=== status_word_encoder ===
### Nets reached from selected ports, status_word_encoder

(4 px per µm)
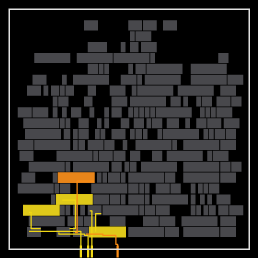

==> src/rtl/status_word_encoder.sv <==
// status_word_encoder: builds the 16-bit host status word.
// Level inputs are re-registered every cycle. The done/err inputs are
// reduced to rising-edge events and held in sticky bits until the host
// reads them. An overflow bit records an event that landed on a sticky
// bit which was already set and not being cleared in that cycle.
//
// Read handshake: the host raises rd_req for one cycle per read, and may
// hold it high for back-to-back reads. At that same edge, status is
// loaded with a snapshot and rd_ack pulses high for one cycle. There is
// no backpressure, so every rd_req cycle is served.
module status_word_encoder #(
  parameter bit IRQ_EN = 1'b1
) (
  input  logic        clk,
  input  logic        reset_n,
  input  logic        running1,
  input  logic        running2,
  input  logic        done1,
  input  logic        done2,
  input  logic        err1,
  input  logic        err2,
  input  logic [1:0]  sync_locked,
  input  logic [1:0]  active_bank,
  input  logic        armed1,
  input  logic        armed2,
  input  logic [2:0]  mode,
  input  logic [3:0]  irq_mask,
  input  logic        rd_req,
  output logic [15:0] status,
  output logic        rd_ack,
  output logic        irq
);

  // Live fields packed in status-word order (low to high):
  // running1, running2, sync_locked, active_bank, armed1, armed2, mode.
  logic [10:0] live_q, live_d;
  logic [3:0]  prev_q;       // previous {err2, err1, done2, done1}
  logic [3:0]  sticky_q, sticky_d;
  logic        ovf_q, ovf_d;
  logic [15:0] status_q, status_d;
  logic        rd_ack_q;
  logic        irq_q, irq_d;
  logic [3:0]  ev_in;
  logic [3:0]  ev;
  logic [3:0]  clr;

  assign ev_in = {err2, err1, done2, done1};
  assign ev    = ev_in & ~prev_q;
  assign clr   = {4{rd_req}};

  // Next-state: sticky capture, overflow, snapshot and interrupt level.
  always_comb begin
    live_d   = {mode, armed2, armed1, active_bank, sync_locked, running2, running1};
    sticky_d = (sticky_q & ~clr) | ev;
    ovf_d    = (ovf_q & ~rd_req) | (|(ev & sticky_q & ~clr));
    status_d = status_q;
    if (rd_req) begin
      // Sticky and overflow values are taken before the clear, so an
      // event arriving in the read cycle is left for the next read.
      status_d = {ovf_q, live_q[10:6], live_q[5:2], sticky_q, live_q[1:0]};
    end
    irq_d = IRQ_EN & ((|(sticky_d & irq_mask)) | ovf_d);
  end

  // State registers; everything clears asynchronously on reset.
  always_ff @(posedge clk or negedge reset_n) begin
    if (!reset_n) begin
      live_q   <= '0;
      prev_q   <= '0;
      sticky_q <= '0;
      ovf_q    <= 1'b0;
      status_q <= '0;
      rd_ack_q <= 1'b0;
      irq_q    <= 1'b0;
    end else begin
      live_q   <= live_d;
      prev_q   <= ev_in;
      sticky_q <= sticky_d;
      ovf_q    <= ovf_d;
      status_q <= status_d;
      rd_ack_q <= rd_req;
      irq_q    <= irq_d;
    end
  end

  assign status = status_q;
  assign rd_ack = rd_ack_q;
  assign irq    = irq_q;

endmodule

==> config.mk <==
export PLATFORM = sky130hd
export DESIGN_NAME = status_word_encoder
export DESIGN_NICKNAME = d
export VERILOG_FILES = /design/src/rtl/status_word_encoder.sv
export SDC_FILE = /design/constraint.sdc
export NUM_CORES = 1
export LEC_CHECK = 0
export ABC_AREA = 1
export CAP_MARGIN = 30
export CORE_UTILIZATION = 41
export DETAILED_ROUTE_END_ITERATION = 16
export HOLD_SLACK_MARGIN = 0.06
export PLACE_DENSITY = 0.79
export RECOVER_POWER = 25
export SLEW_MARGIN = 20
export SYNTH_ARGS = -nofsm -noshare
export SYNTH_HDL_FRONTEND = slang
export SYNTH_SLANG_ARGS = --single-unit
==> constraint.sdc <==
create_clock -name clk -period 0.9 [get_ports clk]
set_input_delay 0.225 -clock clk [delete_from_list [all_inputs] [get_ports clk]]
set_output_delay 0.225 -clock clk [all_outputs]
set_load 0.02 [all_outputs]
=== seq_divider ===
==> config.mk <==
export PLATFORM = sky130hd
export DESIGN_NAME = seq_divider
export DESIGN_NICKNAME = d
export VERILOG_FILES = /design/src/rtl/seq_divider.sv
export SDC_FILE = /design/constraint.sdc
export NUM_CORES = 1
export LEC_CHECK = 0
export ABC_AREA = 1
export CORE_MARGIN = 5
export CORE_UTILIZATION = 40
export DETAILED_ROUTE_END_ITERATION = 10
export SLEW_MARGIN = 10
export SYNTH_ARGS = -nofsm -noshare
export SYNTH_HDL_FRONTEND = slang
export SYNTH_SLANG_ARGS = --single-unit
==> constraint.sdc <==
create_clock -name clk -period 12.4 [get_ports clk]
set_clock_uncertainty 0.2 [all_clocks]
set_input_delay 1.24 -clock clk [delete_from_list [all_inputs] [get_ports clk]]
set_output_delay 1.24 -clock clk [all_outputs]
set_load 0.1 [all_outputs]
==> src/rtl/seq_divider.sv <==
// seq_divider: multi-cycle unsigned restoring divider.
// One quotient bit is resolved per clock by shift-and-subtract through a
// ripple-carry subtractor one bit wider than the operands. The quotient
// and remainder are returned packed as {remainder, quotient}, and the
// caller talks to the divider through a start/done handshake.
module seq_divider #(
  parameter int WIDTH = 32,
  parameter int ITERS = WIDTH
) (
  input  logic                 clk,
  input  logic                 rst,
  input  logic                 start,
  input  logic [WIDTH-1:0]     opA,
  input  logic [WIDTH-1:0]     opB,
  output logic [2*WIDTH-1:0]   result,
  output logic                 busy,
  output logic                 done,
  output logic                 div_by_zero
);

  localparam int CNT_W = (ITERS > 1) ? $clog2(ITERS) : 1;
  localparam logic [CNT_W-1:0] LAST_ITER = CNT_W'(ITERS - 1);

  localparam logic [1:0] ST_IDLE = 2'd0;
  localparam logic [1:0] ST_RUN  = 2'd1;
  localparam logic [1:0] ST_DONE = 2'd2;

  // Architectural state
  logic [1:0]          state_q,  state_d;
  logic [WIDTH-1:0]    q_q,      q_d;       // dividend shifting out / quotient shifting in
  logic [WIDTH-1:0]    d_q,      d_d;       // captured divisor
  logic [WIDTH-1:0]    r_q,      r_d;       // partial remainder
  logic [CNT_W-1:0]    cnt_q,    cnt_d;     // iteration counter
  logic [2*WIDTH-1:0]  result_q, result_d;
  logic                dbz_q,    dbz_d;

  // Subtractor datapath: T = S + ~{0,D} + 1, built as an explicit ripple chain
  logic [WIDTH:0]      sub_a;     // S = {R, Q msb}
  logic [WIDTH:0]      sub_b;     // ~{0, D}
  logic [WIDTH:0]      sub_sum;   // T
  logic [WIDTH:0]      sub_c;     // carry into each bit; sub_c[0] is the +1

  assign sub_a    = {r_q, q_q[WIDTH-1]};
  assign sub_b    = ~{1'b0, d_q};
  assign sub_c[0] = 1'b1;

  // One full-adder cell per bit; the carry out of the top bit is not needed
  // because T[WIDTH] alone tells whether the trial subtraction went negative.
  for (genvar gi = 0; gi <= WIDTH; gi++) begin : g_sub
    assign sub_sum[gi] = sub_a[gi] ^ sub_b[gi] ^ sub_c[gi];
    if (gi < WIDTH) begin : g_carry
      assign sub_c[gi+1] = (sub_a[gi] & sub_b[gi]) |
                           (sub_a[gi] & sub_c[gi]) |
                           (sub_b[gi] & sub_c[gi]);
    end
  end

  // Trial subtraction succeeded when the result is non-negative
  logic sub_ok;
  assign sub_ok = ~sub_sum[WIDTH];

  // Next-state and datapath update for the IDLE / RUN / DONE sequence
  always_comb begin
    state_d  = state_q;
    q_d      = q_q;
    d_d      = d_q;
    r_d      = r_q;
    cnt_d    = cnt_q;
    result_d = result_q;
    dbz_d    = dbz_q;

    case (state_q)
      ST_IDLE: begin
        if (start) begin
          if (opB != '0) begin
            q_d     = opA;
            d_d     = opB;
            r_d     = '0;
            cnt_d   = '0;
            dbz_d   = 1'b0;
            state_d = ST_RUN;
          end else begin
            // Division by zero finishes immediately: remainder = dividend,
            // quotient = all ones, and no RUN cycles are spent.
            result_d = {opA, {WIDTH{1'b1}}};
            dbz_d    = 1'b1;
            state_d  = ST_DONE;
          end
        end
      end

      ST_RUN: begin
        if (sub_ok) begin
          r_d = sub_sum[WIDTH-1:0];
        end else begin
          r_d = sub_a[WIDTH-1:0];
        end
        q_d   = {q_q[WIDTH-2:0], sub_ok};
        cnt_d = cnt_q + 1'b1;
        if (cnt_q == LAST_ITER) begin
          result_d = {r_d, q_d};
          state_d  = ST_DONE;
        end
      end

      ST_DONE: begin
        state_d = ST_IDLE;
      end

      default: begin
        state_d = ST_IDLE;
      end
    endcase
  end

  // State registers with synchronous reset; reset wins over any request
  always_ff @(posedge clk) begin
    if (rst) begin
      state_q  <= ST_IDLE;
      q_q      <= '0;
      d_q      <= '0;
      r_q      <= '0;
      cnt_q    <= '0;
      result_q <= '0;
      dbz_q    <= 1'b0;
    end else begin
      state_q  <= state_d;
      q_q      <= q_d;
      d_q      <= d_d;
      r_q      <= r_d;
      cnt_q    <= cnt_d;
      result_q <= result_d;
      dbz_q    <= dbz_d;
    end
  end

  // Status outputs are straight decodes of the state register, so busy and
  // done can never be high together.
  assign busy        = (state_q == ST_RUN);
  assign done        = (state_q == ST_DONE);
  assign result      = result_q;
  assign div_by_zero = dbz_q;

endmodule

==> notes/layouts.md <==
Pictures saved along the way, in no particular order.

Cell placement.
image #1
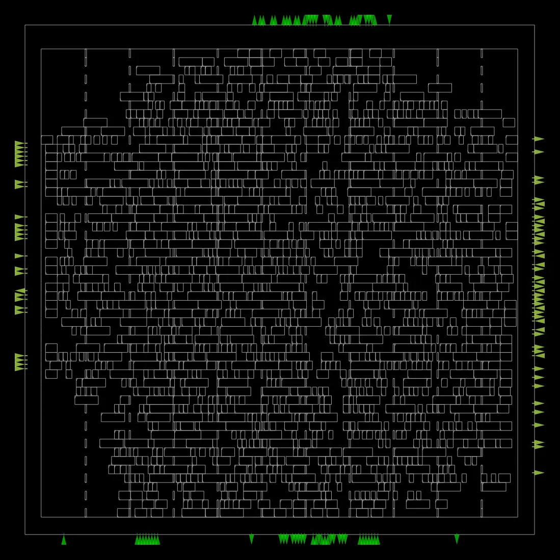
image #2
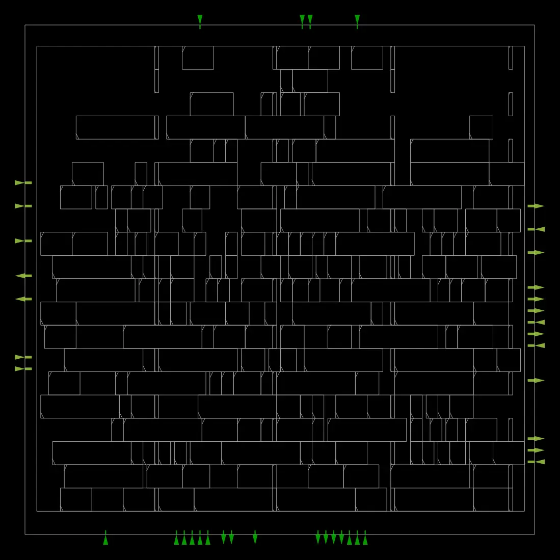
Image #1 is seq_divider.
Image #2 is status_word_encoder.

### Nets reached from selected ports, seq_divider

(1.5 px per µm)
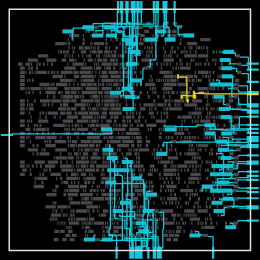
rst -> yellow  # bits 1, direction input, edge right, end cells 5, buffers 1, wire 74.6 µm
result -> cyan  # bits 64, direction output, edge 29 right, 18 top, 16 bottom, 1 left, end cells 64, buffers 64, wire 2310 µm
# port buffers: 133
I/O Pins: 134

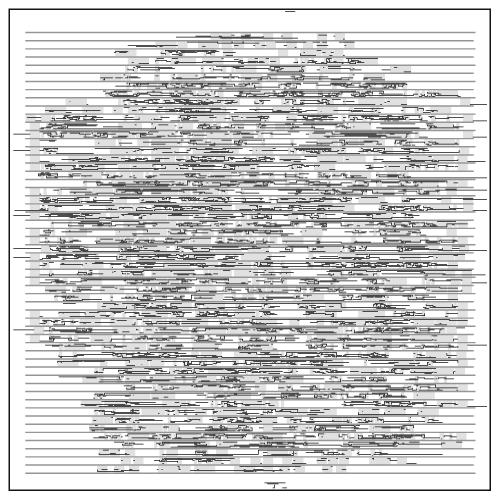
*M1 wires, seq_divider*
(3 px per µm) Supply wires on this layer in grey.
main direction = horizontal
share of all routed wire = 49%
longest straight run = 49.2 µm
nets with wire on the layer = 1433
wire length on this layer = 12500 µm

==> impl_metrics.tcl, seq_divider <==
# yosys + openroad results
set metrics [dict create \
    seq_share 0.282 \
    violations "setup timing" \
    period_used_share 1.03 \
    ys_cells 1375 \
    final_cell_area_um2 11900 \
    setup_tns_ns -20.33 \
    wl_met3_mm 1.41 \
    dieArea_um2 25500 \
    cp-start-kind "flip-flop" \
    num_vias 8499 \
    synth_cell_types 24 \
    die_w_um 160 \
    p_seq_frac 0.346 \
    largest_reg_flops 64 \
    fin_ws_ns -0.349 \
    worstReg2RegStart "q_q[31]" \
    avgViaCountPerCell 4.85 \
    r2r_cells 44 \
    antenna_found_initial 0 \
    status "finished, violations left" \
    setup_viol 66 \
    maxPowerGroup "combinational logic" \
    synth-xor-area-share 0 \
]
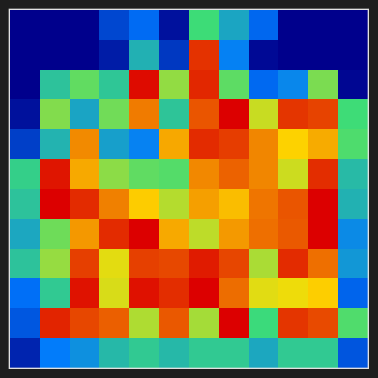
*Local utilization, status_word_encoder*
(6 px per µm) The die is cut into 12 by 12 equal tiles; dark blue is low, red is high, 0 to 100% covered.
emptiest ninth of the die = upper left
fullest tile = 100%
nearly empty tiles = 10%
tiles over 75% full = 40%
mean over tiles = 57%
Init Core Util: 0.438
total core area: 3100 µm²
fin util: 0.673

Notes on 'Nets reached from selected ports' of status_word_encoder above:
rd_ack -> orange  # bits 1, direction output, edge bottom, end cells 1, buffers 1, wire 28.6 µm
mode -> yellow  # bits 3, direction input, edge bottom, end cells 3, buffers 3, wire 61.6 µm
# port buffers: 39
I/O Pins: 40

==> impl_metrics.tcl, status_word_encoder <==
# yosys + openroad results
set metrics [dict create \
    cts_tree "done" \
    grt.met2_usage 0.299 \
    syn_area_um2 1360 \
    avgViaCountPerCell 4.42 \
    setup_viol 20 \
    largest_class "sequential cells" \
    nClkBuffers 6 \
    ys_seq_share 0.699 \
    maxPowerGroup "registers" \
    drtAntennaViolNets 0 \
    synthMuxAreaShare 0 \
    period_minus_slack_ns 1.12 \
    power.density_nw_per_um2 1700 \
    cp-start-kind "flip-flop" \
    warning_count 28 \
    endpoint "status[9]" \
    status "finished, violations left" \
    r2r_cells 7 \
    synth-seq-cells 38 \
    cts_resized 112 \
    fillers 249 \
    cp.required_ns 0.67 \
    yosysTopAreaCell "dfrtp_1" \
    nNonClkBuffers 67 \
    yosysWarnings 0 \
    rsz0062_at_grt "yes" \
    post_cts_buffers 10 \
    violations "setup timing" \
    num-multi-input-gates 76 \
    fin_ws_ns -0.216 \
    diodes 0 \
]


==> layout pictures side by side <==
Cells coloured by class.
(a)
(6 px per µm)
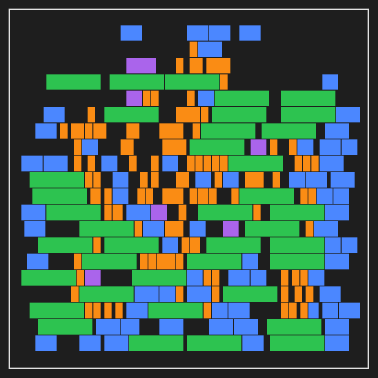
(b)
(2 px per µm)
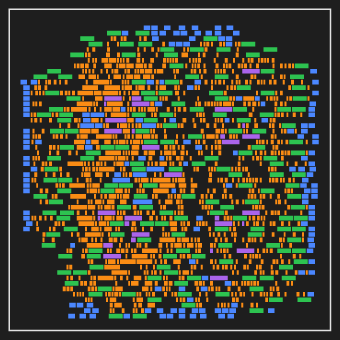
(b) is seq_divider.
(a) is status_word_encoder.
- largest die: (b)
- highest utilization: (a)

Key to (b):
registers -> green  # cells 168
clock drivers and dummy loads -> purple  # cells 30
remaining buffers and delay cells -> blue  # cells 161
remaining logic cells -> orange  # cells 1114

